=== design 1 ===
**Design 1: metal 1**

Scale bar: 50 µm.
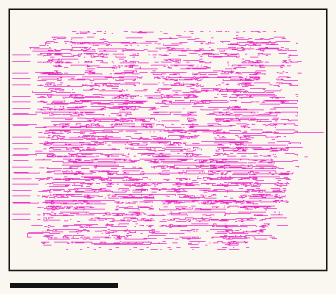
**Design 1: sequential cells colored by netlist name**

Scale bar: 50 µm. Other sequential cells in the stronger gray, the rest of the logic in the fainter gray.
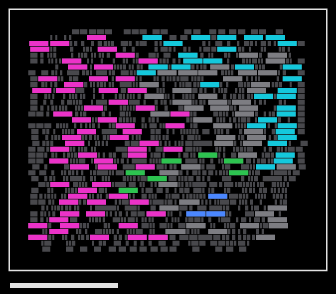
### config.mk
export PLATFORM = sky130hd
export DESIGN_NAME = spi_master_flash
export DESIGN_NICKNAME = d
export VERILOG_FILES = /design/src/rtl/spi_master_flash.sv
export SDC_FILE = /design/constraint.sdc
export NUM_CORES = 1
export LEC_CHECK = 0
export ABC_AREA = 1
export CORE_ASPECT_RATIO = 0.8
export CORE_MARGIN = 8
export CORE_UTILIZATION = 55
export CTS_BUF_LIST = sky130_fd_sc_hd__clkbuf_4
export CTS_CLUSTER_SIZE = 40
export DETAILED_ROUTE_END_ITERATION = 8
export GPL_TIMING_DRIVEN = 0
export PLACE_DENSITY_LB_ADDON = 0.12
export SYNTH_ARGS = -nofsm -noshare
export SYNTH_HDL_FRONTEND = slang
export SYNTH_SLANG_ARGS = --single-unit
### constraint.sdc
create_clock -name clk -period 2.3 [get_ports clk]
set_clock_uncertainty 0.2 [all_clocks]
set_input_delay 0.46 -clock clk [delete_from_list [all_inputs] [get_ports clk]]
set_output_delay 0.46 -clock clk [all_outputs]
set_load 0.005 [all_outputs]
### src/rtl/spi_master_flash.sv
// spi_master_flash -- SPI mode-0 master for serial NOR flash style transactions.
//
// A request is latched in IDLE when validflag is high. One frame is then shifted
// out MSB-first: the command, then the address and write data if the type needs
// them, then R read bits. During the read bits mosi is held low and miso is
// captured. After the frame, the block spends one DONE cycle and returns to IDLE.
//
// Ports
//   clk           system clock; all logic runs on its rising edge
//   rst           asynchronous, active-low reset
//   ss            flash chip select, active-low
//   sclk          SPI clock; each half-period lasts SCLK_HALF clk cycles
//   mosi / miso   serial data to / from the flash
//   data_in       32-bit write payload (commtype 011)
//   data_out      read result, right-aligned; updated only when a read completes
//   address       flash address; only [23:0] is sent
//   command       8-bit opcode
//   commtype      000 cmd, 001 cmd+read, 010 cmd+addr+read, 011 cmd+addr+write,
//                 100 cmd+addr, 101..111 treated as 000
//   nmiso_bits    number of bits to read (clamped to 32)
//   validflag     request strobe, sampled only in IDLE
//   validflag_out one-cycle pulse in the DONE cycle
//   tready        high while idle and able to accept a request
module spi_master_flash #(
   parameter int SCLK_HALF = 1
) (
   input  logic        clk,
   input  logic        rst,
   output logic        ss,
   output logic        sclk,
   output logic        mosi,
   input  logic        miso,
   input  logic [31:0] data_in,
   output logic [31:0] data_out,
   input  logic [31:0] address,
   input  logic [7:0]  command,
   input  logic [2:0]  commtype,
   input  logic [6:0]  nmiso_bits,
   input  logic        validflag,
   output logic        validflag_out,
   output logic        tready
);

   localparam int HW = (SCLK_HALF > 1) ? $clog2(SCLK_HALF) : 1;
   localparam logic [HW-1:0] HALF_LAST = HW'(SCLK_HALF - 1);
   localparam logic [HW-1:0] HALF_ONE  = HW'(1);

   typedef enum logic [1:0] {
      IDLE  = 2'd0,
      SHIFT = 2'd1,
      DONE  = 2'd2
   } state_t;

   state_t          state, state_nxt;
   logic            ss_nxt, sclk_nxt, mosi_nxt, tready_nxt, validflag_out_nxt;
   logic [31:0]     data_out_nxt;
   logic [63:0]     tx, tx_nxt;          // outgoing bits, left-aligned, zero-filled
   logic [31:0]     rx, rx_nxt;          // captured read bits
   logic [6:0]      bit_cnt, bit_cnt_nxt;
   logic [6:0]      nbits, nbits_nxt;    // total frame length
   logic [6:0]      txlen, txlen_nxt;    // bits before the read phase
   logic            rd, rd_nxt;          // frame has a non-empty read phase
   logic [HW-1:0]   half_cnt, half_cnt_nxt;

   logic [63:0]     req_frame;
   logic [6:0]      req_txlen;
   logic [6:0]      req_rbits;
   logic            req_read;

   // Decode the incoming request into a left-aligned frame and its field lengths.
   always_comb begin
      req_frame = {command, 56'd0};
      req_txlen = 7'd8;
      req_read  = 1'b0;
      case (commtype)
         3'b001: begin
            req_read = 1'b1;
         end
         3'b010: begin
            req_frame = {command, address[23:0], 32'd0};
            req_txlen = 7'd32;
            req_read  = 1'b1;
         end
         3'b011: begin
            req_frame = {command, address[23:0], data_in};
            req_txlen = 7'd64;
         end
         3'b100: begin
            req_frame = {command, address[23:0], 32'd0};
            req_txlen = 7'd32;
         end
         default: begin
            req_frame = {command, 56'd0};
            req_txlen = 7'd8;
            req_read  = 1'b0;
         end
      endcase
      if (!req_read) begin
         req_rbits = 7'd0;
      end else if (nmiso_bits > 7'd32) begin
         req_rbits = 7'd32;
      end else begin
         req_rbits = nmiso_bits;
      end
   end

   // Next-state and next-output logic for the IDLE/SHIFT/DONE sequencer.
   always_comb begin
      state_nxt         = state;
      ss_nxt            = ss;
      sclk_nxt          = sclk;
      mosi_nxt          = mosi;
      tready_nxt        = tready;
      validflag_out_nxt = 1'b0;
      data_out_nxt      = data_out;
      tx_nxt            = tx;
      rx_nxt            = rx;
      bit_cnt_nxt       = bit_cnt;
      half_cnt_nxt      = half_cnt;
      nbits_nxt         = nbits;
      txlen_nxt         = txlen;
      rd_nxt            = rd;
      case (state)
         IDLE: begin
            ss_nxt     = 1'b1;
            sclk_nxt   = 1'b0;
            mosi_nxt   = 1'b0;
            tready_nxt = 1'b1;
            if (validflag) begin
               state_nxt    = SHIFT;
               ss_nxt       = 1'b0;
               tready_nxt   = 1'b0;
               mosi_nxt     = req_frame[63];   // first bit valid as ss falls
               tx_nxt       = req_frame;
               rx_nxt       = 32'd0;
               bit_cnt_nxt  = 7'd0;
               half_cnt_nxt = '0;
               txlen_nxt    = req_txlen;
               nbits_nxt    = req_txlen + req_rbits;
               rd_nxt       = (req_rbits != 7'd0);
            end else begin
               state_nxt = IDLE;
            end
         end
         SHIFT: begin
            if (half_cnt == HALF_LAST) begin
               half_cnt_nxt = '0;
               if (!sclk) begin
                  // Rising sclk: capture miso, but only during the read phase so
                  // that data_out above the read width stays zero.
                  sclk_nxt = 1'b1;
                  if (bit_cnt >= txlen) begin
                     rx_nxt = {rx[30:0], miso};
                  end else begin
                     rx_nxt = rx;
                  end
               end else begin
                  // Falling sclk: either the frame ends or the next bit goes out.
                  sclk_nxt = 1'b0;
                  if (bit_cnt == nbits - 7'd1) begin
                     state_nxt         = DONE;
                     ss_nxt            = 1'b1;
                     mosi_nxt          = 1'b0;
                     validflag_out_nxt = 1'b1;
                     if (rd) begin
                        data_out_nxt = rx;
                     end else begin
                        data_out_nxt = data_out;
                     end
                  end else begin
                     bit_cnt_nxt = bit_cnt + 7'd1;
                     tx_nxt      = {tx[62:0], 1'b0};
                     mosi_nxt    = tx[62];           // zeros once past the tx fields
                  end
               end
            end else begin
               half_cnt_nxt = half_cnt + HALF_ONE;
            end
         end
         DONE: begin
            state_nxt  = IDLE;
            tready_nxt = 1'b1;
         end
         default: begin
            state_nxt  = IDLE;
            ss_nxt     = 1'b1;
            sclk_nxt   = 1'b0;
            mosi_nxt   = 1'b0;
            tready_nxt = 1'b1;
         end
      endcase
   end

   // State and output registers with asynchronous active-low reset.
   always_ff @(posedge clk or negedge rst) begin
      if (!rst) begin
         state         <= IDLE;
         ss            <= 1'b1;
         sclk          <= 1'b0;
         mosi          <= 1'b0;
         tready        <= 1'b1;
         validflag_out <= 1'b0;
         data_out      <= 32'd0;
         tx            <= 64'd0;
         rx            <= 32'd0;
         bit_cnt       <= 7'd0;
         half_cnt      <= '0;
         nbits         <= 7'd0;
         txlen         <= 7'd0;
         rd            <= 1'b0;
      end else begin
         state         <= state_nxt;
         ss            <= ss_nxt;
         sclk          <= sclk_nxt;
         mosi          <= mosi_nxt;
         tready        <= tready_nxt;
         validflag_out <= validflag_out_nxt;
         data_out      <= data_out_nxt;
         tx            <= tx_nxt;
         rx            <= rx_nxt;
         bit_cnt       <= bit_cnt_nxt;
         half_cnt      <= half_cnt_nxt;
         nbits         <= nbits_nxt;
         txlen         <= txlen_nxt;
         rd            <= rd_nxt;
      end
   end

endmodule

==> results.txt <==
Implementation results. Total stage count of the critical path landed at 14. On the worst setup and hold paths after CTS, the clock-pin slew comes to 0.16 ns. Entering global routing, the biggest net connects approximately 86 pins. In this run, power in the clock network comes to roughly 1.7 mW. The report counts max-capacitance violations totalling 0.

DRC violation count after routing landed at 0. Smallest setup slack after layout landed at -0.0293 ns. Number of global-route vias before repair landed at around 6,300. Actual slew at the worst max-slew pin landed at 0.640 ns. The flow ran to the end, but the final reports show violations. The highest metal layer carrying signal wires in the routed design is met4.

The stage logs contain a warning count of 36. Global-route met2 utilization landed at around a third. STA classifies the critical path endpoint as a flop.

Per the TritonCTS log, the buffer count is 17. CTS reports a maximum clock tree buffer depth of 2. Worst relative slew slack landed at 57.4%. The final reports fail on setup timing. Delay of the slowest cell on the worst path landed at 0.43 ns. Number of antenna cells inserted landed at 0.

Fraction of registers with async set or reset after synthesis landed at 100%. Final-report max-slew violation count landed at 0. After detailed routing, the wire length on met1 is roughly 8500 µm. Ranked by total cell area, the synthesized netlist is headed by sky130_fd_sc_hd__dfrtp_1 50%, sky130_fd_sc_hd__nand2_1 21%, sky130_fd_sc_hd__nand3_1 9.6%. The last timing report of the flow puts the setup violation total at 12.

Number of flip-flops under the largest register name landed at about 63. In this run the layout overhead on the synthesized area is reported as 27.8%. The path with the worst hold slack has its endpoint at txlen[6]. In the power breakdown, the internal column shows 3.42 mW. According to the hold report, the worst path is of the in2reg type.
## Picture notes: 'metal 1' of design 1
The wires run mostly horizontal. The longest straight run is 36.3 µm.

## Picture notes: 'sequential cells colored by netlist name' of design 1
Key: data_out = cyan [placed flops 32]; bit_cnt = green [placed flops 7]; tx = magenta [placed flops 63]; txlen = blue [placed flops 3]
Another 47 sequential cells are not colored.

per-stage QoR:
stage                     cell area, µm²  total power, mW  instances  setup WS [ns]
after floorplan                     7460             2.91        987          0.172
final                               9540             4.85       1324        -0.0293
after global placement              8830             3.15       1281          -5.56
after global routing                9540             5.04       1324         -0.107
after detailed placement            8860             3.16       1282          -1.05
after CTS                           9300             4.86       1321       0.000230
area by class of cell:
| type | instances | area share [%] |
|---|---|---|
| sequential | 152 | 39.9 |
| multi-input combinational | 712 | 34.7 |
| timing repair buffer | 125 | 13.4 |
| buffer | 59 | 3.80 |
| inverter | 64 | 2.52 |
| tap | 180 | 2.36 |
| clock inverter | 15 | 1.97 |
| clock buffer | 17 | 1.34 |
kinds of logic (layout without fill, tap and decap cells):
| kind of cell | Yosys count | count (layout) | share of synthesized area, % |
|---|---|---|---|
| and+or+nand+nor | 612 | 612 | 33.9 |
| AOI/OAI and AO/OA | 85 | 85 | 5.88 |
| adders and majority gates | 9 | 9 | 1.51 |
| buffers and inverters | 123 | 280 | 6.99 |
| DFF | 152 | 152 | 51.0 |
| xor gates and xnor gates | 6 | 6 | 0.704 |

=== design 2 ===
[config.mk]
export PLATFORM = sky130hd
export DESIGN_NAME = qracc_seq_ctrl
export DESIGN_NICKNAME = d
export VERILOG_FILES = /design/src/rtl/qracc_seq_ctrl.sv
export SDC_FILE = /design/constraint.sdc
export NUM_CORES = 1
export LEC_CHECK = 0
export CORE_ASPECT_RATIO = 0.6
export CORE_MARGIN = 2
export CORE_UTILIZATION = 45
export DETAILED_ROUTE_END_ITERATION = 10
export PLACE_DENSITY = 0.74
export SLEW_MARGIN = 30
export SYNTH_ARGS = -nofsm -noshare
export SYNTH_HDL_FRONTEND = slang
export SYNTH_SLANG_ARGS = --single-unit
[constraint.sdc]
create_clock -name clk -period 2.3 [get_ports clk]
set_clock_uncertainty 0.15 [all_clocks]
set_input_delay 0.23 -clock clk [delete_from_list [all_inputs] [get_ports clk]]
set_output_delay 0.23 -clock clk [all_outputs]
set_load 0.01 [all_outputs]
[src/rtl/qracc_seq_ctrl.sv]
// Sequencer between the CSR block and the QR accelerator array: turns a start
// trigger into one command per (tile, row) and tracks outstanding responses.
module qracc_seq_ctrl #(
  parameter int ADDR_W          = 8,
  parameter int TILE_W          = 4,
  parameter int MAX_OUTSTANDING = 4
) (
  input  logic              clk,
  input  logic              rst,
  input  logic              clear_i,
  input  logic              trigger_valid_i,
  input  logic [1:0]        trigger_code_i,
  input  logic [ADDR_W-1:0] cfg_num_rows_i,
  input  logic [TILE_W-1:0] cfg_num_tiles_i,
  output logic              cmd_valid_o,
  input  logic              cmd_ready_i,
  output logic              cmd_op_o,
  output logic [ADDR_W-1:0] cmd_row_o,
  output logic [TILE_W-1:0] cmd_tile_o,
  output logic              cmd_last_o,
  input  logic              rsp_valid_i,
  output logic              busy_o,
  output logic              done_o,
  output logic              err_o,
  output logic              inst_write_mode_o
);

  localparam int OW = $clog2(MAX_OUTSTANDING + 1);
  localparam logic [OW-1:0]     MAX_CNT  = OW'(MAX_OUTSTANDING);
  localparam logic [OW-1:0]     CNT_ONE  = OW'(1);
  localparam logic [ADDR_W-1:0] ROW_ONE  = ADDR_W'(1);
  localparam logic [TILE_W-1:0] TILE_ONE = TILE_W'(1);

  localparam logic [1:0] S_IDLE  = 2'd0;
  localparam logic [1:0] S_ISSUE = 2'd1;
  localparam logic [1:0] S_DRAIN = 2'd2;

  logic [1:0]        r_state;
  logic [1:0]        r_code;
  logic [ADDR_W-1:0] r_rows;
  logic [TILE_W-1:0] r_tiles;
  logic [ADDR_W-1:0] r_row;
  logic [TILE_W-1:0] r_tile;
  logic [OW-1:0]     r_outst;
  logic              r_done;
  logic              r_err;

  logic w_issue, w_busy, w_cmd_valid, w_hs, w_row_end, w_tile_end, w_last;
  logic w_rsp_ok, w_rsp_bad, w_code_run, w_trig_go, w_trig_bad, w_cfg_zero;

  assign w_issue     = (r_state == S_ISSUE);
  assign w_busy      = (r_state != S_IDLE);
  assign w_cmd_valid = w_issue && (r_outst < MAX_CNT);
  assign w_hs        = w_cmd_valid && cmd_ready_i;
  assign w_row_end   = (r_row == r_rows - ROW_ONE);
  assign w_tile_end  = (r_tile == r_tiles - TILE_ONE);
  assign w_last      = w_issue && w_row_end && w_tile_end;

  // A response with nothing outstanding is only legal if a command is accepted in the same cycle.
  assign w_rsp_ok    = rsp_valid_i && ((r_outst != '0) || w_hs);
  assign w_rsp_bad   = rsp_valid_i && (r_outst == '0) && !w_hs;

  assign w_code_run  = (trigger_code_i == 2'd1) || (trigger_code_i == 2'd2);
  assign w_trig_go   = trigger_valid_i && !w_busy && w_code_run;
  assign w_trig_bad  = trigger_valid_i && (w_busy || (trigger_code_i == 2'd3));
  assign w_cfg_zero  = (cfg_num_rows_i == '0) || (cfg_num_tiles_i == '0);

  always_ff @(posedge clk) begin
    if (rst || clear_i) begin
      r_state <= S_IDLE;
      r_code  <= 2'd0;
      r_rows  <= '0;
      r_tiles <= '0;
      r_row   <= '0;
      r_tile  <= '0;
      r_outst <= '0;
      r_done  <= 1'b0;
      r_err   <= 1'b0;
    end else begin
      if (w_hs && !w_rsp_ok)
        r_outst <= r_outst + CNT_ONE;
      else if (!w_hs && w_rsp_ok)
        r_outst <= r_outst - CNT_ONE;

      if (w_rsp_bad || w_trig_bad)
        r_err <= 1'b1;

      case (r_state)
        S_IDLE: begin
          if (w_trig_go) begin
            if (w_cfg_zero) begin
              r_done <= 1'b1;
            end else begin
              r_code  <= trigger_code_i;
              r_rows  <= cfg_num_rows_i;
              r_tiles <= cfg_num_tiles_i;
              r_row   <= '0;
              r_tile  <= '0;
              r_done  <= 1'b0;
              r_state <= S_ISSUE;
            end
          end
        end
        S_ISSUE: begin
          // Row and tile return to 0 after the final command so idle outputs read 0.
          if (w_hs) begin
            if (w_last) begin
              r_row   <= '0;
              r_tile  <= '0;
              r_state <= S_DRAIN;
            end else if (w_row_end) begin
              r_row  <= '0;
              r_tile <= r_tile + TILE_ONE;
            end else begin
              r_row <= r_row + ROW_ONE;
            end
          end
        end
        S_DRAIN: begin
          if (r_outst == '0) begin
            r_state <= S_IDLE;
            r_done  <= 1'b1;
          end
        end
        default: r_state <= S_IDLE;
      endcase
    end
  end

  assign cmd_valid_o       = w_cmd_valid;
  assign cmd_op_o          = w_issue && (r_code == 2'd2);
  assign cmd_row_o         = r_row;
  assign cmd_tile_o        = r_tile;
  assign cmd_last_o        = w_last;
  assign busy_o            = w_busy;
  assign done_o            = r_done;
  assign err_o             = r_err;
  assign inst_write_mode_o = w_busy && (r_code == 2'd1);

endmodule
==> results.txt <==
Implementation results. The first global-routing pass estimated about 8300 µm of wire. Sorting the Yosys area breakdown by cell type puts at the top sky130_fd_sc_hd__dfxtp_1. Top achievable clock speed landed at just under 400 MHz. The number of global-route vias before repair is 1,764. Grouping stages by cell kind, the critical path spends the most delay in simple AND/OR/NAND/NOR gates.

The floorplan has 18 rows. The iteration count recorded for the first detailed-route pass is 4. According to the I/O placement log, the pin count is 39. The run reported a max-capacitance violation count of 0. Number of fillers in the final layout landed at between 300 and 400. In the floorplan report the effective utilization is around 47%. The largest cell class by area is logic gates. The number of nets in the synthesized netlist is around 250. In this run the layout overhead on the synthesized area is reported as 50.7%. The final report lists the setup-violating endpoint count as 15. Overall power consumption after layout is estimated at approximately 1.3 mW. Half-perimeter wire length of the detailed placement result landed at 3810 µm. Internal power summed over all cells landed at 976 µW.

Power density over the cells landed at roughly 450 mW/mm². The checks that failed: setup timing. Counting flops with a built-in enable in the synthesized netlist gives 0. The flow ran to the end, but the final reports show violations.

TritonCTS created 5 clock buffers. Across the placement rows, the number of tap cells is ~60. After layout, the worst setup slack is -0.298 ns. Actual slew at the worst max-slew pin landed at between 0.6 and 0.7 ns.

Of the total standard cell area in the layout, the sequential portion is roughly 23%.
-- kinds of logic after synthesis --
group,share of synthesized area (%)
buffers and inverters,3.29
muxes,5.17
AOI/OAI and AO/OA,15.6
and+or+nand+nor,28.6
DFF,34.1
xor gates and xnor gates,9.04
adders and majority gates,4.26
-- how the worst max path moves through the flow --
stage                          from  depth (start not counted)  slack [ns]    endpoint
after floorplan           r_rows[0]                          8       0.002  r_state[0]
after global placement    r_rows[0]                          8       -0.36  cmd_last_o
after detailed placement  r_rows[0]                          8       -0.42  cmd_last_o
after CTS                 r_rows[1]                          8       -0.29  cmd_last_o
after global routing      r_rows[1]                          8       -0.37  cmd_last_o
final                     r_rows[1]                          8       -0.30  cmd_last_o
-- metrics by stage --
step	setup WS [ns]	utilization [%]	instances	instance area [µm²]	hold WS, ns
floorplan	0.00230	-	223	1940	0.219
global placement	-0.358	65.4	355	2700	0.337
detailed placement	-0.417	65.4	355	2700	0.352
CTS	-0.291	68.9	364	2840	0.365
global route	-0.374	70.8	369	2920	0.411
finish	-0.298	70.8	369	2920	0.362
-- per-layer routing --
layer	track usage, %	part of all wire, %
met1	31.4	48
met2	36.8	45
met3	5.43	6.0
met4	5.30	1.6
met5	0	0
**Design 2: metal 1**

Scale bar: 20 µm.
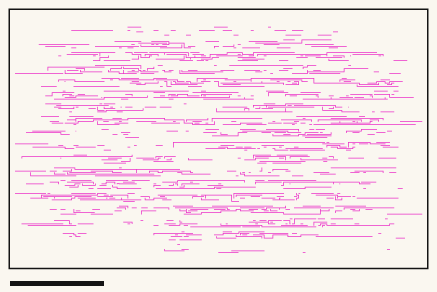
308 nets have wire on it. The layer carries 2,480 µm of wire. The wires run mostly horizontal.
WL final: 5190 µm
met1 global-route usage: 31.4%

**Design 2: pin map**

Scale bar: 20 µm. Pins as bars across the die edge, other pins in gray.
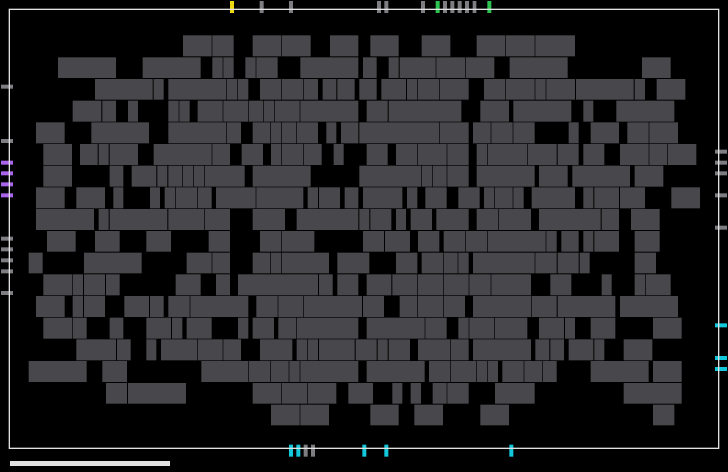
Key: trigger_code_i = green [pins 2, direction input, edge top]; cfg_num_tiles_i = purple [pins 4, direction input, edge left]; done_o = yellow [pins 1, direction output, edge top]; cmd_row_o = cyan [pins 8, direction output, edge 5 bottom, 3 right]

**Design 2: clock wiring as the flow saved it**

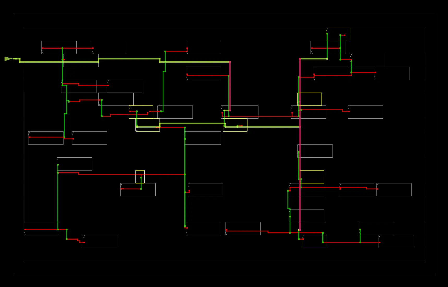
flop count: 33
Clock net power: 500 µW
Clock buffer cells: 7


=== design 3 ===
**Design 3: routed metal per tile**

Scale bar: 20 µm. 12 x 14 tiles, from dark blue (low) to red (high), scaled to the fullest tile. Values are wire area over tile area, all layers added.
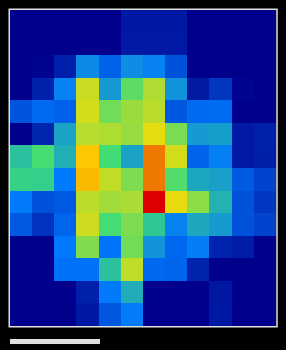
**Design 3: pin map**

Scale bar: 20 µm. Pins as bars across the die edge, other pins in gray.
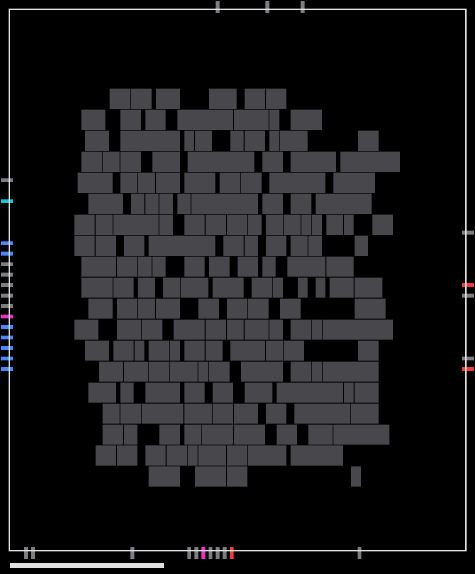
### config.mk
export PLATFORM = sky130hd
export DESIGN_NAME = rv_multicycle_ctrl
export DESIGN_NICKNAME = d
export VERILOG_FILES = /design/src/rtl/rv_ctrl_pkg.sv /design/src/rtl/rv_multicycle_ctrl_timer.sv /design/src/rtl/rv_multicycle_ctrl.sv
export SDC_FILE = /design/constraint.sdc
export NUM_CORES = 1
export LEC_CHECK = 0
export CORE_AREA = 8 8 51 62
export CTS_CLUSTER_DIAMETER = 30
export CTS_CLUSTER_SIZE = 20
export DETAILED_ROUTE_END_ITERATION = 6
export DIE_AREA = 0 0 59 70
export HOLD_SLACK_MARGIN = 0.02
export PLACE_DENSITY = 0.72
export SLEW_MARGIN = 20
export SYNTH_ARGS = -nofsm -noshare
export SYNTH_HDL_FRONTEND = slang
export SYNTH_SLANG_ARGS = --single-unit
### constraint.sdc
create_clock -name clk -period 1.7 [get_ports clk]
set_input_delay 0.255 -clock clk [delete_from_list [all_inputs] [get_ports clk]]
set_output_delay 0.255 -clock clk [all_outputs]
set_load 0.03 [all_outputs]
### src/rtl/rv_ctrl_pkg.sv
// ============================================================================
// rv_ctrl_pkg: states, opcodes and control encodings for rv_multicycle_ctrl.
// Rev 1.0
// ============================================================================
`default_nettype none

package rv_ctrl_pkg;

  typedef enum logic [2:0] {
    ST_RESET  = 3'd0,
    ST_FETCH  = 3'd1,
    ST_DECODE = 3'd2,
    ST_EXEC   = 3'd3,
    ST_MEM    = 3'd4,
    ST_WB     = 3'd5,
    ST_HALT   = 3'd6
  } state_t;

  localparam logic [6:0] OP_R      = 7'd51;
  localparam logic [6:0] OP_I      = 7'd19;
  localparam logic [6:0] OP_LOAD   = 7'd3;
  localparam logic [6:0] OP_STORE  = 7'd35;
  localparam logic [6:0] OP_BRANCH = 7'd99;
  localparam logic [6:0] OP_JAL    = 7'd111;
  localparam logic [6:0] OP_LUI    = 7'd55;

  localparam logic [1:0] ALU_ADD   = 2'd0;
  localparam logic [1:0] ALU_SUB   = 2'd1;
  localparam logic [1:0] ALU_FUNCT = 2'd2;

  localparam logic [1:0] PC_PLUS4  = 2'd0;
  localparam logic [1:0] PC_TARGET = 2'd1;
  localparam logic [1:0] PC_RESET  = 2'd3;

  localparam logic [1:0] WB_ALU = 2'd0;
  localparam logic [1:0] WB_MEM = 2'd1;
  localparam logic [1:0] WB_PC4 = 2'd2;
  localparam logic [1:0] WB_IMM = 2'd3;

  function automatic logic op_supported(input logic [6:0] op);
    return (op == OP_R) || (op == OP_I) || (op == OP_LOAD) || (op == OP_STORE) ||
           (op == OP_BRANCH) || (op == OP_JAL) || (op == OP_LUI);
  endfunction

endpackage

`default_nettype wire

### src/rtl/rv_multicycle_ctrl_timer.sv
// ============================================================================
// rv_mem_hs_timer: memory handshake completion and wait-state timeout.
// Rev 1.0
// ============================================================================
`default_nettype none

module rv_mem_hs_timer #(
  parameter int MEM_TIMEOUT = 16
) (
  input  logic clk,
  input  logic rst,
  input  logic i_req,
  input  logic i_ready,
  output logic o_done,
  output logic o_timeout
);

  assign o_done = i_req & i_ready;

  generate
    if (MEM_TIMEOUT > 0) begin : g_timeout
      localparam int CW = $clog2(MEM_TIMEOUT + 1);
      logic [CW-1:0] r_cnt;

      always_ff @(posedge clk) begin
        if (rst || !i_req || i_ready) r_cnt <= '0;
        else                          r_cnt <= r_cnt + 1'b1;
      end

      // Fires on the MEM_TIMEOUT-th consecutive cycle without an acknowledge.
      assign o_timeout = i_req & ~i_ready & (r_cnt == CW'(MEM_TIMEOUT - 1));
    end else begin : g_no_timeout
      logic w_unused_timer;
      assign w_unused_timer = clk ^ rst;
      assign o_timeout      = 1'b0;
    end
  endgenerate

endmodule

`default_nettype wire

### src/rtl/rv_multicycle_ctrl.sv
// ============================================================================
// rv_multicycle_ctrl: main control FSM of the multi-cycle RV32I core.
// Optional macro RV_CTRL_RETIRE_CNT_EN adds the retire_cnt output. Rev 1.0
// ============================================================================
`default_nettype none

module rv_multicycle_ctrl
  import rv_ctrl_pkg::*;
#(
  parameter logic [31:0] RESET_PC    = 32'h0000_0000,
  parameter int          MEM_TIMEOUT = 16
) (
  input  logic        clk,
  input  logic        rst,
  input  logic [6:0]  Opcode,
  input  logic [2:0]  funct3,
  input  logic        alu_zero,
  input  logic        mem_ready,
  output logic        mem_req,
  output logic        mem_we,
  output logic        iord,
  output logic        ir_we,
  output logic        pc_we,
  output logic [1:0]  pc_sel,
  output logic        alu_src_a,
  output logic [1:0]  alu_src_b,
  output logic [1:0]  ALU_Op,
  output logic        rf_we,
  output logic [1:0]  wb_sel,
  output logic        illegal,
  output logic        bus_err,
`ifdef RV_CTRL_RETIRE_CNT_EN
  output logic [31:0] retire_cnt,
`endif
  output logic [2:0]  state
);

  // The reset vector itself is muxed in by the datapath on pc_sel=PC_RESET.
  localparam logic [31:0] c_unused_reset_pc = RESET_PC;

  state_t r_state, w_next;
  logic   r_illegal, r_bus_err;
  logic   w_set_illegal, w_set_bus_err;
  logic   w_wait, w_done, w_timeout;
  logic   w_unused_funct3;

  assign w_unused_funct3 = ^funct3[2:1];
  assign w_wait = !rst && ((r_state == ST_FETCH) || (r_state == ST_MEM));

  rv_mem_hs_timer #(.MEM_TIMEOUT(MEM_TIMEOUT)) u_timer (
    .clk       (clk),
    .rst       (rst),
    .i_req     (w_wait),
    .i_ready   (mem_ready),
    .o_done    (w_done),
    .o_timeout (w_timeout)
  );

  always_ff @(posedge clk) begin
    if (rst) begin
      r_state   <= ST_RESET;
      r_illegal <= 1'b0;
      r_bus_err <= 1'b0;
    end else begin
      r_state <= w_next;
      if (w_set_illegal) r_illegal <= 1'b1;
      if (w_set_bus_err) r_bus_err <= 1'b1;
    end
  end

  always_comb begin
    w_next        = r_state;
    mem_req       = 1'b0;
    mem_we        = 1'b0;
    iord          = 1'b0;
    ir_we         = 1'b0;
    pc_we         = 1'b0;
    pc_sel        = PC_PLUS4;
    alu_src_a     = 1'b0;
    alu_src_b     = 2'd0;
    ALU_Op        = ALU_ADD;
    rf_we         = 1'b0;
    wb_sel        = WB_ALU;
    w_set_illegal = 1'b0;
    w_set_bus_err = 1'b0;
    case (r_state)
      ST_RESET: begin
        pc_sel = PC_RESET;
        pc_we  = 1'b1;
        w_next = ST_FETCH;
      end
      ST_FETCH: begin
        mem_req = 1'b1;
        if (w_timeout) begin
          w_set_bus_err = 1'b1;
          w_next        = ST_HALT;
        end else if (w_done) begin
          ir_we  = 1'b1;
          pc_we  = 1'b1;
          w_next = ST_DECODE;
        end
      end
      ST_DECODE: begin
        // PC + imm is formed here so branches and JAL have their target ready.
        alu_src_a = 1'b1;
        alu_src_b = 2'd1;
        if (op_supported(Opcode)) begin
          w_next = ST_EXEC;
        end else begin
          w_set_illegal = 1'b1;
          w_next        = ST_HALT;
        end
      end
      ST_EXEC: begin
        case (Opcode)
          OP_R: begin
            ALU_Op = ALU_FUNCT;
            w_next = ST_WB;
          end
          OP_I: begin
            alu_src_b = 2'd1;
            ALU_Op    = ALU_FUNCT;
            w_next    = ST_WB;
          end
          OP_LOAD, OP_STORE: begin
            alu_src_b = 2'd1;
            w_next    = ST_MEM;
          end
          OP_BRANCH: begin
            ALU_Op = ALU_SUB;
            if (alu_zero ^ funct3[0]) begin
              pc_we  = 1'b1;
              pc_sel = PC_TARGET;
            end
            w_next = ST_FETCH;
          end
          OP_JAL: begin
            pc_we  = 1'b1;
            pc_sel = PC_TARGET;
            w_next = ST_WB;
          end
          OP_LUI:  w_next = ST_WB;
          default: begin
            w_set_illegal = 1'b1;
            w_next        = ST_HALT;
          end
        endcase
      end
      ST_MEM: begin
        alu_src_b = 2'd1;
        mem_req   = 1'b1;
        iord      = 1'b1;
        mem_we    = (Opcode == OP_STORE);
        if (w_timeout) begin
          w_set_bus_err = 1'b1;
          w_next        = ST_HALT;
        end else if (w_done) begin
          w_next = (Opcode == OP_STORE) ? ST_FETCH : ST_WB;
        end
      end
      ST_WB: begin
        rf_we = 1'b1;
        case (Opcode)
          OP_LOAD: wb_sel = WB_MEM;
          OP_JAL:  wb_sel = WB_PC4;
          OP_LUI:  wb_sel = WB_IMM;
          default: wb_sel = WB_ALU;
        endcase
        w_next = ST_FETCH;
      end
      ST_HALT: w_next = ST_HALT;
      default: w_next = ST_RESET;
    endcase
    // Reset wins over any handshake in flight: nothing may commit this cycle.
    if (rst) begin
      w_next        = ST_RESET;
      mem_req       = 1'b0;
      mem_we        = 1'b0;
      ir_we         = 1'b0;
      pc_we         = 1'b0;
      rf_we         = 1'b0;
      pc_sel        = PC_RESET;
      w_set_illegal = 1'b0;
      w_set_bus_err = 1'b0;
    end
  end

`ifdef RV_CTRL_RETIRE_CNT_EN
  logic        w_retire;
  logic [31:0] r_retire_cnt;

  assign w_retire = !rst && ((r_state == ST_WB) ||
                    ((r_state == ST_MEM) && (Opcode == OP_STORE) && w_done && !w_timeout) ||
                    ((r_state == ST_EXEC) && (Opcode == OP_BRANCH)));

  always_ff @(posedge clk) begin
    if (rst)           r_retire_cnt <= 32'd0;
    else if (w_retire) r_retire_cnt <= r_retire_cnt + 32'd1;
  end

  assign retire_cnt = r_retire_cnt;
`endif

  assign illegal = r_illegal;
  assign bus_err = r_bus_err;
  assign state   = r_state;

endmodule

`default_nettype wire

==> results.txt <==
Implementation results. For this run, the leading register cell type out of synthesis is sky130_fd_sc_hd__dfxtp_1. Number of global-route vias before repair landed at roughly 1,100. Post-synthesis cell count from yosys landed at 111. The tree is rooted in a sky130_fd_sc_hd__clkbuf_4. Yosys reported a register bit count of 10. The script reports the combined buffer and inverter count of the critical path as 2. For this design, the CTS-stage hold fixing added 0 buffers. Number of gates resized after cts landed at 25. STA classifies the critical path endpoint as an output port. On met3, the global router reports a usage of between 4 and 5%. Global-route met2 utilization landed at between 20 and 30%.

Tally of buffers added on design ports landed at 30. Among all stages on the critical path, the largest delay is contributed by sky130_fd_sc_hd__dfxtp_4. The tree built by TritonCTS fans out to 10 sinks. The timing report gives the biggest stage delay along the critical path as roughly 0.38 ns. Violation count after the first detailed-routing iteration landed at 21. The die is about 70 µm tall.

The capture point of the critical path was reported as alu_src_b[0]. Power density over the cells landed at 721 mW/mm². Smallest setup slack after layout landed at -0.0147 ns. Relative contribution of the clock network to total power landed at 18.8%. The critical path endpoint has a required time of 1.44 ns.

The final reports fail on setup timing. Final setup violation count landed at 1. After synthesis, the mean cell area works out to 7.55 µm². In this run the worst hold path is classified as reg2reg. The flow ran to the end, but the final reports show violations. Cell area after technology mapping landed at ~840 µm².
About 'routed metal per tile' of design 3:
20% of the tiles are over half the peak. The densest ninth of the die: center. 32% of the tiles are nearly empty. The fullest tile reaches 0.52. The emptiest ninth of the die: upper right.

About 'pin map' of design 3:
Key: ALU_Op = magenta [pins 2, direction output, edge 1 left, 1 bottom]; rf_we = cyan [pins 1, direction output, edge left]; state = red [pins 3, direction output, edge 2 right, 1 bottom]; Opcode = blue [pins 7, direction input, edge left]
All pins by edge: 15 left, 11 bottom, 5 right, 3 top.

## registers in the layout (all words and copies together), names as in the netlist
name	count
bus_err	1
illegal	1
state	3
u_timer.g_timeout.r_cnt	5
## cell type report
class	instances	area [µm²]
Multi-Input combinational cell	88	722
Fill cell	174	586
Timing Repair Buffer	69	573
Sequential cell	10	213
Tap cell	31	38.8
Clock buffer	4	36.3
Inverter	5	18.8
## stage by stage
step / power (mW) / setup slack, ns / hold WS [ns] / utilization (%)
final: 1.15 / -0.0147 / 0.466 / 73.2
after global routing: 1.22 / -0.0536 / 0.486 / 73.2
after CTS: 1.10 / 0.00187 / 0.451 / 69.1
after detailed placement: 0.827 / -0.199 / 0.440 / 61.7
after global placement: 0.819 / -0.183 / 0.432 / 61.7
after floorplan: 0.625 / -0.175 / 0.418 / -
## kinds of logic after synthesis
| logic type | after synthesis | synth area share [%] |
|---|---|---|
| AND-OR/OR-AND | 26 | 22.5 |
| XOR/XNOR | 4 | 4.18 |
| adder cells (fa/ha/maj) | 2 | 2.98 |
| buffers and inverters | 13 | 8.21 |
| flip-flops | 10 | 23.9 |
| other | 1 | 0.447 |
| AND/OR/NAND/NOR | 55 | 37.8 |

=== design 4 ===
--- src/rtl/boot_loader.sv ---
// Framed byte-stream boot loader: SYNC, 16-bit little-endian length, payload, 8-bit additive checksum.
// Each accepted payload byte produces a registered one-cycle write strobe; the CPU is released only once the checksum matches.
module boot_loader #(
    parameter int          MEM_BYTES      = 1024,
    parameter logic [7:0]  SYNC_BYTE      = 8'hA5,
    parameter int          TIMEOUT_CYCLES = 100000
) (
    input  logic        clk,
    input  logic        reset,
    input  logic [7:0]  rx_data,
    input  logic        rx_valid,
    output logic        rx_ready,
    output logic        boot_wr_en,
    output logic [31:0] boot_wr_addr,
    output logic [7:0]  boot_wr_data,
    output logic        cpu_hold,
    output logic        boot_done,
    output logic        boot_error
);

    localparam int              TMO_W    = $clog2(TIMEOUT_CYCLES + 1);
    localparam logic [TMO_W-1:0] TMO_LAST = TMO_W'(TIMEOUT_CYCLES - 1);
    localparam logic [16:0]     LEN_MAX  = 17'(MEM_BYTES);

    typedef enum logic [2:0] {
        S_IDLE,
        S_LEN_LO,
        S_LEN_HI,
        S_DATA,
        S_CHECK,
        S_DONE,
        S_ERROR
    } state_t;

    state_t             state_q, state_d;
    logic [15:0]        len_q, len_d;
    logic [15:0]        cnt_q, cnt_d;
    logic [7:0]         csum_q, csum_d;
    logic [TMO_W-1:0]   tmo_q, tmo_d;
    logic               wr_en_q, wr_en_d;
    logic [31:0]        wr_addr_q, wr_addr_d;
    logic [7:0]         wr_data_q, wr_data_d;

    logic               accept;
    logic               in_frame;
    logic [15:0]        len_full;
    logic               len_bad;

    assign rx_ready = reset && (state_q != S_DONE) && (state_q != S_ERROR);
    assign accept   = rx_valid && rx_ready;
    assign in_frame = (state_q == S_LEN_LO) || (state_q == S_LEN_HI) ||
                      (state_q == S_DATA)   || (state_q == S_CHECK);

    always_ff @(posedge clk) begin
        if (!reset) begin
            state_q   <= S_IDLE;
            len_q     <= '0;
            cnt_q     <= '0;
            csum_q    <= '0;
            tmo_q     <= '0;
            wr_en_q   <= 1'b0;
            wr_addr_q <= '0;
            wr_data_q <= '0;
        end else begin
            state_q   <= state_d;
            len_q     <= len_d;
            cnt_q     <= cnt_d;
            csum_q    <= csum_d;
            tmo_q     <= tmo_d;
            wr_en_q   <= wr_en_d;
            wr_addr_q <= wr_addr_d;
            wr_data_q <= wr_data_d;
        end
    end

    always_comb begin
        state_d   = state_q;
        len_d     = len_q;
        cnt_d     = cnt_q;
        csum_d    = csum_q;
        tmo_d     = '0;
        wr_en_d   = 1'b0;
        wr_addr_d = wr_addr_q;
        wr_data_d = wr_data_q;
        len_full  = {rx_data, len_q[7:0]};
        len_bad   = (len_full == 16'd0) || ({1'b0, len_full} > LEN_MAX) ||
                    (len_full[1:0] != 2'b00);

        case (state_q)
            S_IDLE: begin
                if (accept && (rx_data == SYNC_BYTE)) begin
                    state_d = S_LEN_LO;
                end
            end
            S_LEN_LO: begin
                if (accept) begin
                    len_d   = {8'h00, rx_data};
                    state_d = S_LEN_HI;
                end
            end
            S_LEN_HI: begin
                if (accept) begin
                    len_d = len_full;
                    if (len_bad) begin
                        state_d = S_ERROR;
                    end else begin
                        cnt_d   = '0;
                        csum_d  = '0;
                        state_d = S_DATA;
                    end
                end
            end
            S_DATA: begin
                if (accept) begin
                    wr_en_d   = 1'b1;
                    wr_addr_d = 32'(cnt_q);
                    wr_data_d = rx_data;
                    csum_d    = csum_q + rx_data;
                    cnt_d     = cnt_q + 16'd1;
                    // Length is validated non-zero before entering DATA, so len_q-1 cannot underflow.
                    if (cnt_q == len_q - 16'd1) begin
                        state_d = S_CHECK;
                    end
                end
            end
            S_CHECK: begin
                if (accept) begin
                    state_d = (rx_data == csum_q) ? S_DONE : S_ERROR;
                end
            end
            default: begin
            end
        endcase

        // A byte arriving on the expiry cycle takes precedence over the stall error.
        if (in_frame && !accept) begin
            if (tmo_q == TMO_LAST) begin
                state_d = S_ERROR;
            end else begin
                tmo_d = tmo_q + TMO_W'(1);
            end
        end
    end

    assign boot_wr_en   = wr_en_q;
    assign boot_wr_addr = wr_addr_q;
    assign boot_wr_data = wr_data_q;
    assign cpu_hold     = (state_q != S_DONE);
    assign boot_done    = (state_q == S_DONE);
    assign boot_error   = (state_q == S_ERROR);

endmodule

--- config.mk ---
export PLATFORM = sky130hd
export DESIGN_NAME = boot_loader
export DESIGN_NICKNAME = d
export VERILOG_FILES = /design/src/rtl/boot_loader.sv
export SDC_FILE = /design/constraint.sdc
export NUM_CORES = 1
export LEC_CHECK = 0
export ABC_CLOCK_PERIOD_IN_PS = 3120
export CAP_MARGIN = 5
export CORE_MARGIN = 4
export CORE_UTILIZATION = 50
export CTS_BUF_LIST = sky130_fd_sc_hd__clkbuf_8
export CTS_CLUSTER_DIAMETER = 30
export CTS_CLUSTER_SIZE = 24
export DETAILED_ROUTE_END_ITERATION = 16
export PLACE_DENSITY = 0.74
export SYNTH_ARGS = -nofsm -noshare
export SYNTH_HDL_FRONTEND = slang
export SYNTH_SLANG_ARGS = --single-unit
export TNS_END_PERCENT = 100
--- constraint.sdc ---
create_clock -name clk -period 3.12 [get_ports clk]
set_clock_uncertainty 0.05 [all_clocks]
set_input_delay 0.624 -clock clk [delete_from_list [all_inputs] [get_ports clk]]
set_output_delay 0.624 -clock clk [all_outputs]
set_load 0.05 [all_outputs]
**Design 4: sequential cells colored by netlist name**

Scale bar: 20 µm. Other sequential cells in the stronger gray, the rest of the logic in the fainter gray.
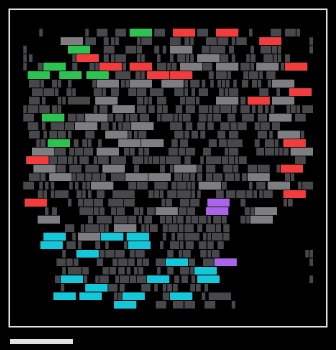
Key: boot_wr_data = green [placed flops 8, where upper left]; tmo_q = cyan [placed flops 17]; boot_wr_addr = red [placed flops 16]; state_q = purple [placed flops 3]

**Design 4: pin map**

Scale bar: 20 µm. Pins as bars across the die edge, other pins in gray.
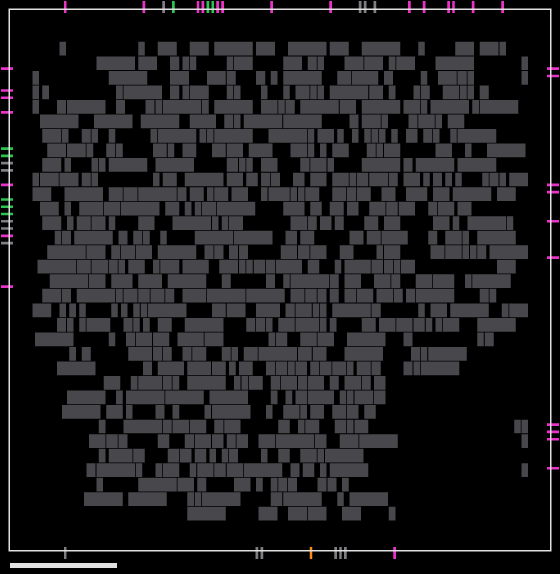
Key: boot_wr_data = green [pins 8, direction output, edge 5 left, 3 top]; boot_wr_addr = magenta [pins 32, direction output, edge 14 top, 10 right, 7 left, 1 bottom]; boot_error = orange [pins 1, direction output, edge bottom]
All pins by edge: 21 top, 17 left, 10 right, 8 bottom.

==> results.txt <==
Implementation results. The run finished with clean final reports. Per the final report, the share of cell area in non-clock buffers is approximately 11%. For this run, the leading register cell type out of synthesis is sky130_fd_sc_hd__dfxtp_1. Clock network power consumption landed at about 700 µW. Global-route usage over all layers landed at between 20% and 30%. Static power due to leakage landed at about 1.8 nW. The final layout report lists a clock buffer count of 9. The switching component of the power was reported as ~510 µW. The number of clock sinks came to between 80 and 90. In the power breakdown, the biggest contributor is registers. TritonCTS built the clock tree. Once placement finished, the instance area stood at a little under 0.005 mm². According to the floorplan report, the die width is 101 µm. The root buffer cell chosen for the clock tree is sky130_fd_sc_hd__clkbuf_8.

Setup violations remaining at the end of the flow were counted as 0. Worst path arrival time landed at roughly 2.2 ns. Number of gates resized after cts landed at 0. The longest clock path from root to sink contains 2 buffers.

Per the repair_timing log after CTS, setup buffers inserted total 0.
**Design 4: metal 1**

Scale bar: 20 µm.
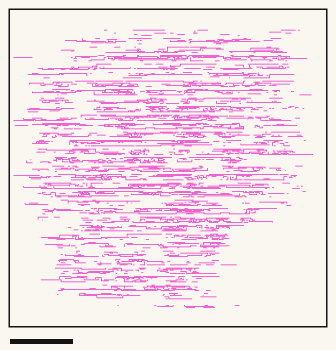
The longest straight run is 34.3 µm. The layer carries 4,820 µm of wire. The wires run mostly horizontal.

## layer usage
metal | vias to the layer above | wire length (µm) | GRT usage (%)
met5 | - | 0 | 0
met4 | 0 | 144 | 7.46
met3 | 13 | 797 | 4.98
met2 | 155 | 5170 | 36.4
met1 | 1824 | 4820 | 29.0
li1 | 1913 | - | -
## kinds of logic after synthesis
kind of cell / Yosys count
other: 1
XOR/XNOR: 53
multiplexers: 2
buffers and inverters: 52
flip-flops: 85
adder cells (fa/ha/maj): 11
AND-OR/OR-AND: 90
AND/OR/NAND/NOR: 245
## cell usage after synthesis (all sizes together), types with 3 or more instances
cell type	instances
ha	10
nand2b	7
nand3	22
nor4	4
dfxtp	85
xnor2	31
nor2	67
xor2	22
and4	4
a21oi	47
and2	3
or3	9
inv	10
o21ai	9
or4	6
nand2	78
buf	18
clkbuf	24
nor3	17
and3	6
nand3b	3
a41oi	3
a22oi	10
a32o	3
nand4	10
## registers in the layout, summed over array words and instances (netlist names)
name,cells
boot_wr_en,1
csum_q,8
boot_wr_addr,16
state_q,3
len_q,16
tmo_q,17
boot_wr_data,8
cnt_q,16

=== design 5 ===
File: src/rtl/delay_line.sv
// delay_line: ce-gated tapped delay line with selectable depth, flush and fill tracking
module delay_line #(
  parameter int WIDTH = 8,
  parameter int DEPTH = 4,
  localparam int SW = $clog2(DEPTH + 1)
) (
  input  logic             clk,
  input  logic             rst_n,
  input  logic             ce,
  input  logic             flush,
  input  logic [SW-1:0]    sel,
  input  logic [WIDTH-1:0] din,
  input  logic             din_valid,
  output logic [WIDTH-1:0] dout,
  output logic             dout_valid,
  output logic             primed
);
  logic [WIDTH-1:0] d [1:DEPTH];
  logic [DEPTH:1]   v;
  logic [SW-1:0]    fill;
  logic [SW-1:0]    eff_sel;
  assign eff_sel    = (sel == '0) ? SW'(1) : (sel > SW'(DEPTH)) ? SW'(DEPTH) : sel;
  assign dout       = d[eff_sel];
  assign dout_valid = v[eff_sel];
  assign primed     = fill >= eff_sel;
  always_ff @(posedge clk or negedge rst_n) begin
    if (!rst_n) begin
      for (int k = 1; k <= DEPTH; k++) d[k] <= '0;
      v    <= '0;
      fill <= '0;
    end else if (flush) begin
      for (int k = 1; k <= DEPTH; k++) d[k] <= '0;
      v    <= '0;
      fill <= '0;
    end else if (ce) begin
      d[1] <= din;
      v[1] <= din_valid;
      for (int k = 2; k <= DEPTH; k++) begin
        d[k] <= d[k-1];
        v[k] <= v[k-1];
      end
      fill <= (fill == SW'(DEPTH)) ? fill : fill + SW'(1);
    end
  end
endmodule

File: config.mk
export PLATFORM = sky130hd
export DESIGN_NAME = delay_line
export DESIGN_NICKNAME = d
export VERILOG_FILES = /design/src/rtl/delay_line.sv
export SDC_FILE = /design/constraint.sdc
export NUM_CORES = 1
export LEC_CHECK = 0
export ABC_AREA = 0
export CAP_MARGIN = 20
export CORE_MARGIN = 2
export CORE_UTILIZATION = 45
export CTS_BUF_LIST = sky130_fd_sc_hd__clkbuf_4 sky130_fd_sc_hd__clkbuf_8 sky130_fd_sc_hd__clkbuf_16
export DETAILED_ROUTE_END_ITERATION = 6
export PLACE_DENSITY_LB_ADDON = 0.05
export SLEW_MARGIN = 20
export SYNTH_ARGS = -nofsm -noshare
export SYNTH_HDL_FRONTEND = slang
export SYNTH_SLANG_ARGS = --single-unit
File: constraint.sdc
create_clock -name clk -period 1.6 [get_ports clk]
set_clock_uncertainty 0.15 [all_clocks]
set_input_delay 0.24 -clock clk [delete_from_list [all_inputs] [get_ports clk]]
set_output_delay 0.24 -clock clk [all_outputs]
set_load 0.01 [all_outputs]
==> results.txt <==
Implementation results. The end-of-flow timing check tallies setup violations at 3. Smallest setup slack after layout landed at -0.102 ns. The detailed router placed between 1,000 and 1,500 vias in this run.

Fraction of registers with async set or reset after synthesis landed at 100%. Top achievable clock speed landed at approximately 590 MHz. The run finished, with violations left. By count the netlist is led by 46 x sky130_fd_sc_hd__mux2i_1, 41 x sky130_fd_sc_hd__nor2_1, 39 x sky130_fd_sc_hd__dfrtp_1, 8 x sky130_fd_sc_hd__o21ai_1.

The checks that failed: setup timing. Switching portion of total power landed at 24.3%. Total length of routed wires landed at approximately 4200 µm.

Setup repair after global routing could not meet its margin everywhere. The worst setup path is captured at an output port. Of all cell types, the one taking the most synthesized area is sky130_fd_sc_hd__dfrtp_1.

d holds more flip-flops than any other register. Reported combinational group power landed at ~340 µW.
final cells by class:
class | count | area [µm²] | share of cell area [%]
Clock buffer | 6 | 82.6 | 3.27
Timing Repair Buffer | 45 | 389 | 15.4
Inverter | 5 | 18.8 | 0.742
Multi-Input combinational cell | 122 | 965 | 38.1
Tap cell | 50 | 62.6 | 2.47
Clock inverter | 2 | 35.0 | 1.39
Sequential cell | 39 | 976 | 38.6
path summary, 6_finish.rpt:
check / end / start / cells past startpoint / slack [ns]
min in group asynchronous: fill[0] / rst_n / 2 / 0.28
max in group asynchronous: d[17] / rst_n / 3 / 0.53
worst min register to register: d[0] / d[0] / 2 / 0.38
worst max-delay path: primed / fill[2] / 4 / -0.10
worst max register to register: fill[1] / fill[0] / 7 / 0.06
worst min-delay path: fill[2] / ce / 3 / 0.14
cell families (layout without fill, tap and decap cells):
| kind of cell | Yosys count | count (layout) | share of synthesized area, % |
|---|---|---|---|
| compound gates | 23 | 23 | 7.01 |
| fa+ha+maj | 5 | 5 | 3.22 |
| buf+inv | 15 | 58 | 5.15 |
| simple gates | 47 | 47 | 10.3 |
| mux | 46 | 46 | 23.7 |
| xor+xnor | 1 | 1 | 0.451 |
| flops | 39 | 39 | 50.2 |
**Design 5: routed metal per tile**

Scale bar: 20 µm. 14 x 14 tiles, from dark blue (low) to red (high), scaled to the fullest tile. Values are wire area over tile area, all layers added.
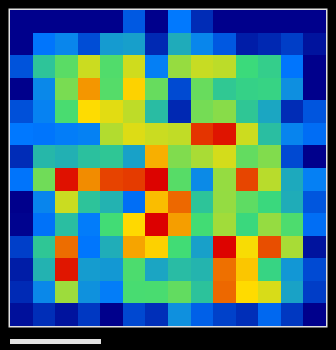
10% of the tiles are nearly empty. The fullest tile reaches 0.33. The densest ninth of the die: center. 38% of the tiles are over half the peak. The mean over all tiles is 0.13.

**Design 5: clock wiring as the flow saved it**

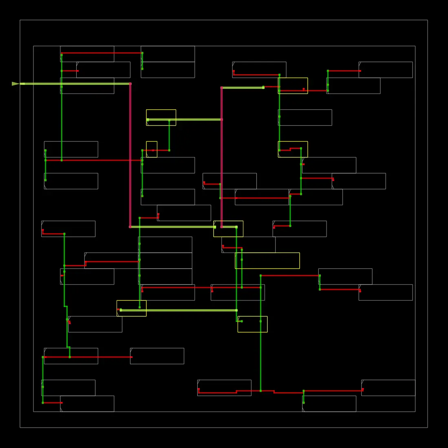
flop count: 39
Clock Latency Late Sink: 0.29 ns
Clock net power: 852 µW
number of buffers inserted during clock tree synthesis: 5
Clock buffer cells: 6

**Design 5: metal 1**

Scale bar: 20 µm.
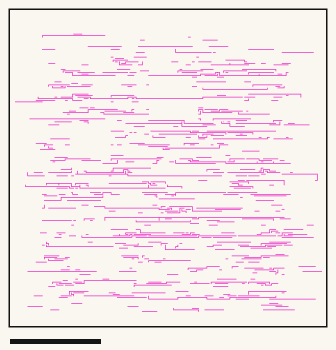
The layer carries 1,850 µm of wire. The wires run mostly horizontal.



## Gallery

Clock wiring as the flow saved it.
picture 1
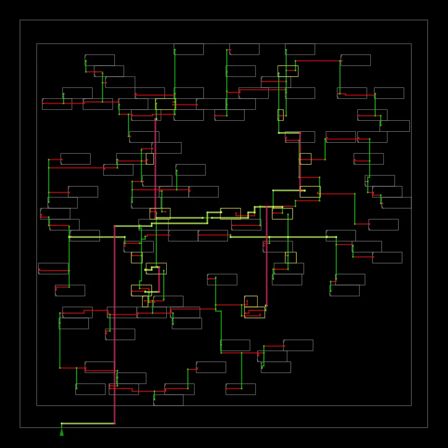
picture 2
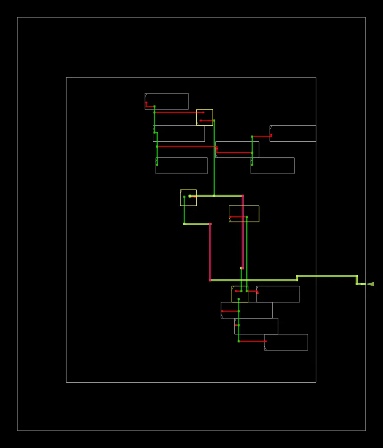
picture 3
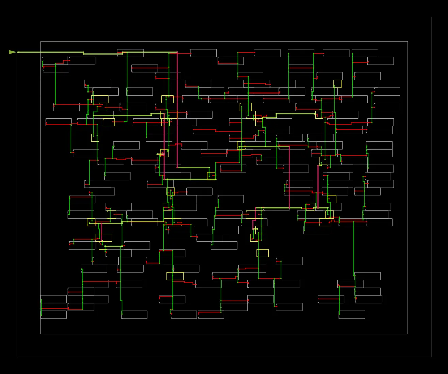
| from | picture |
|---|---|
| design 4 | picture 1 |
| design 1 | picture 3 |
| design 3 | picture 2 |
The one with the fewest sequential cells is picture 2.


==> layout pictures side by side <==
Sequential cells colored by netlist name.
panel A
Scale bar: 20 µm. Other cells in gray.
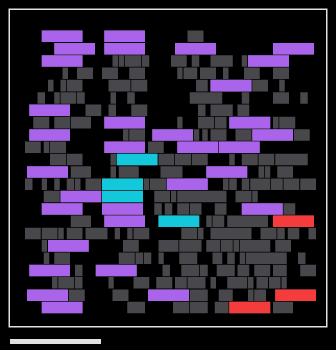
panel B
Scale bar: 20 µm. Other sequential cells in the stronger gray, the rest of the logic in the fainter gray.
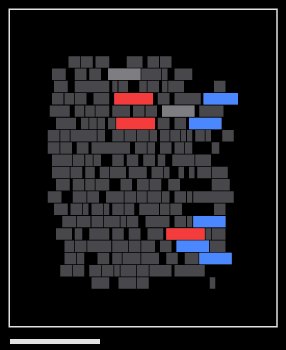
panel C
Scale bar: 20 µm. Other sequential cells in the stronger gray, the rest of the logic in the fainter gray.
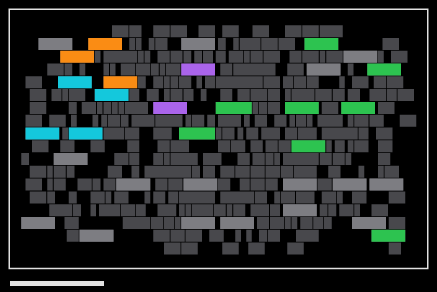
| from | picture |
|---|---|
| design 2 | panel C |
| design 3 | panel B |
| design 5 | panel A |

Key to panel A:
Key: d = purple [placed flops 32, where widely spread]; fill = red [placed flops 3]; v = cyan [placed flops 4]

No activity file was given, so power comes from the tool's default toggle rates.
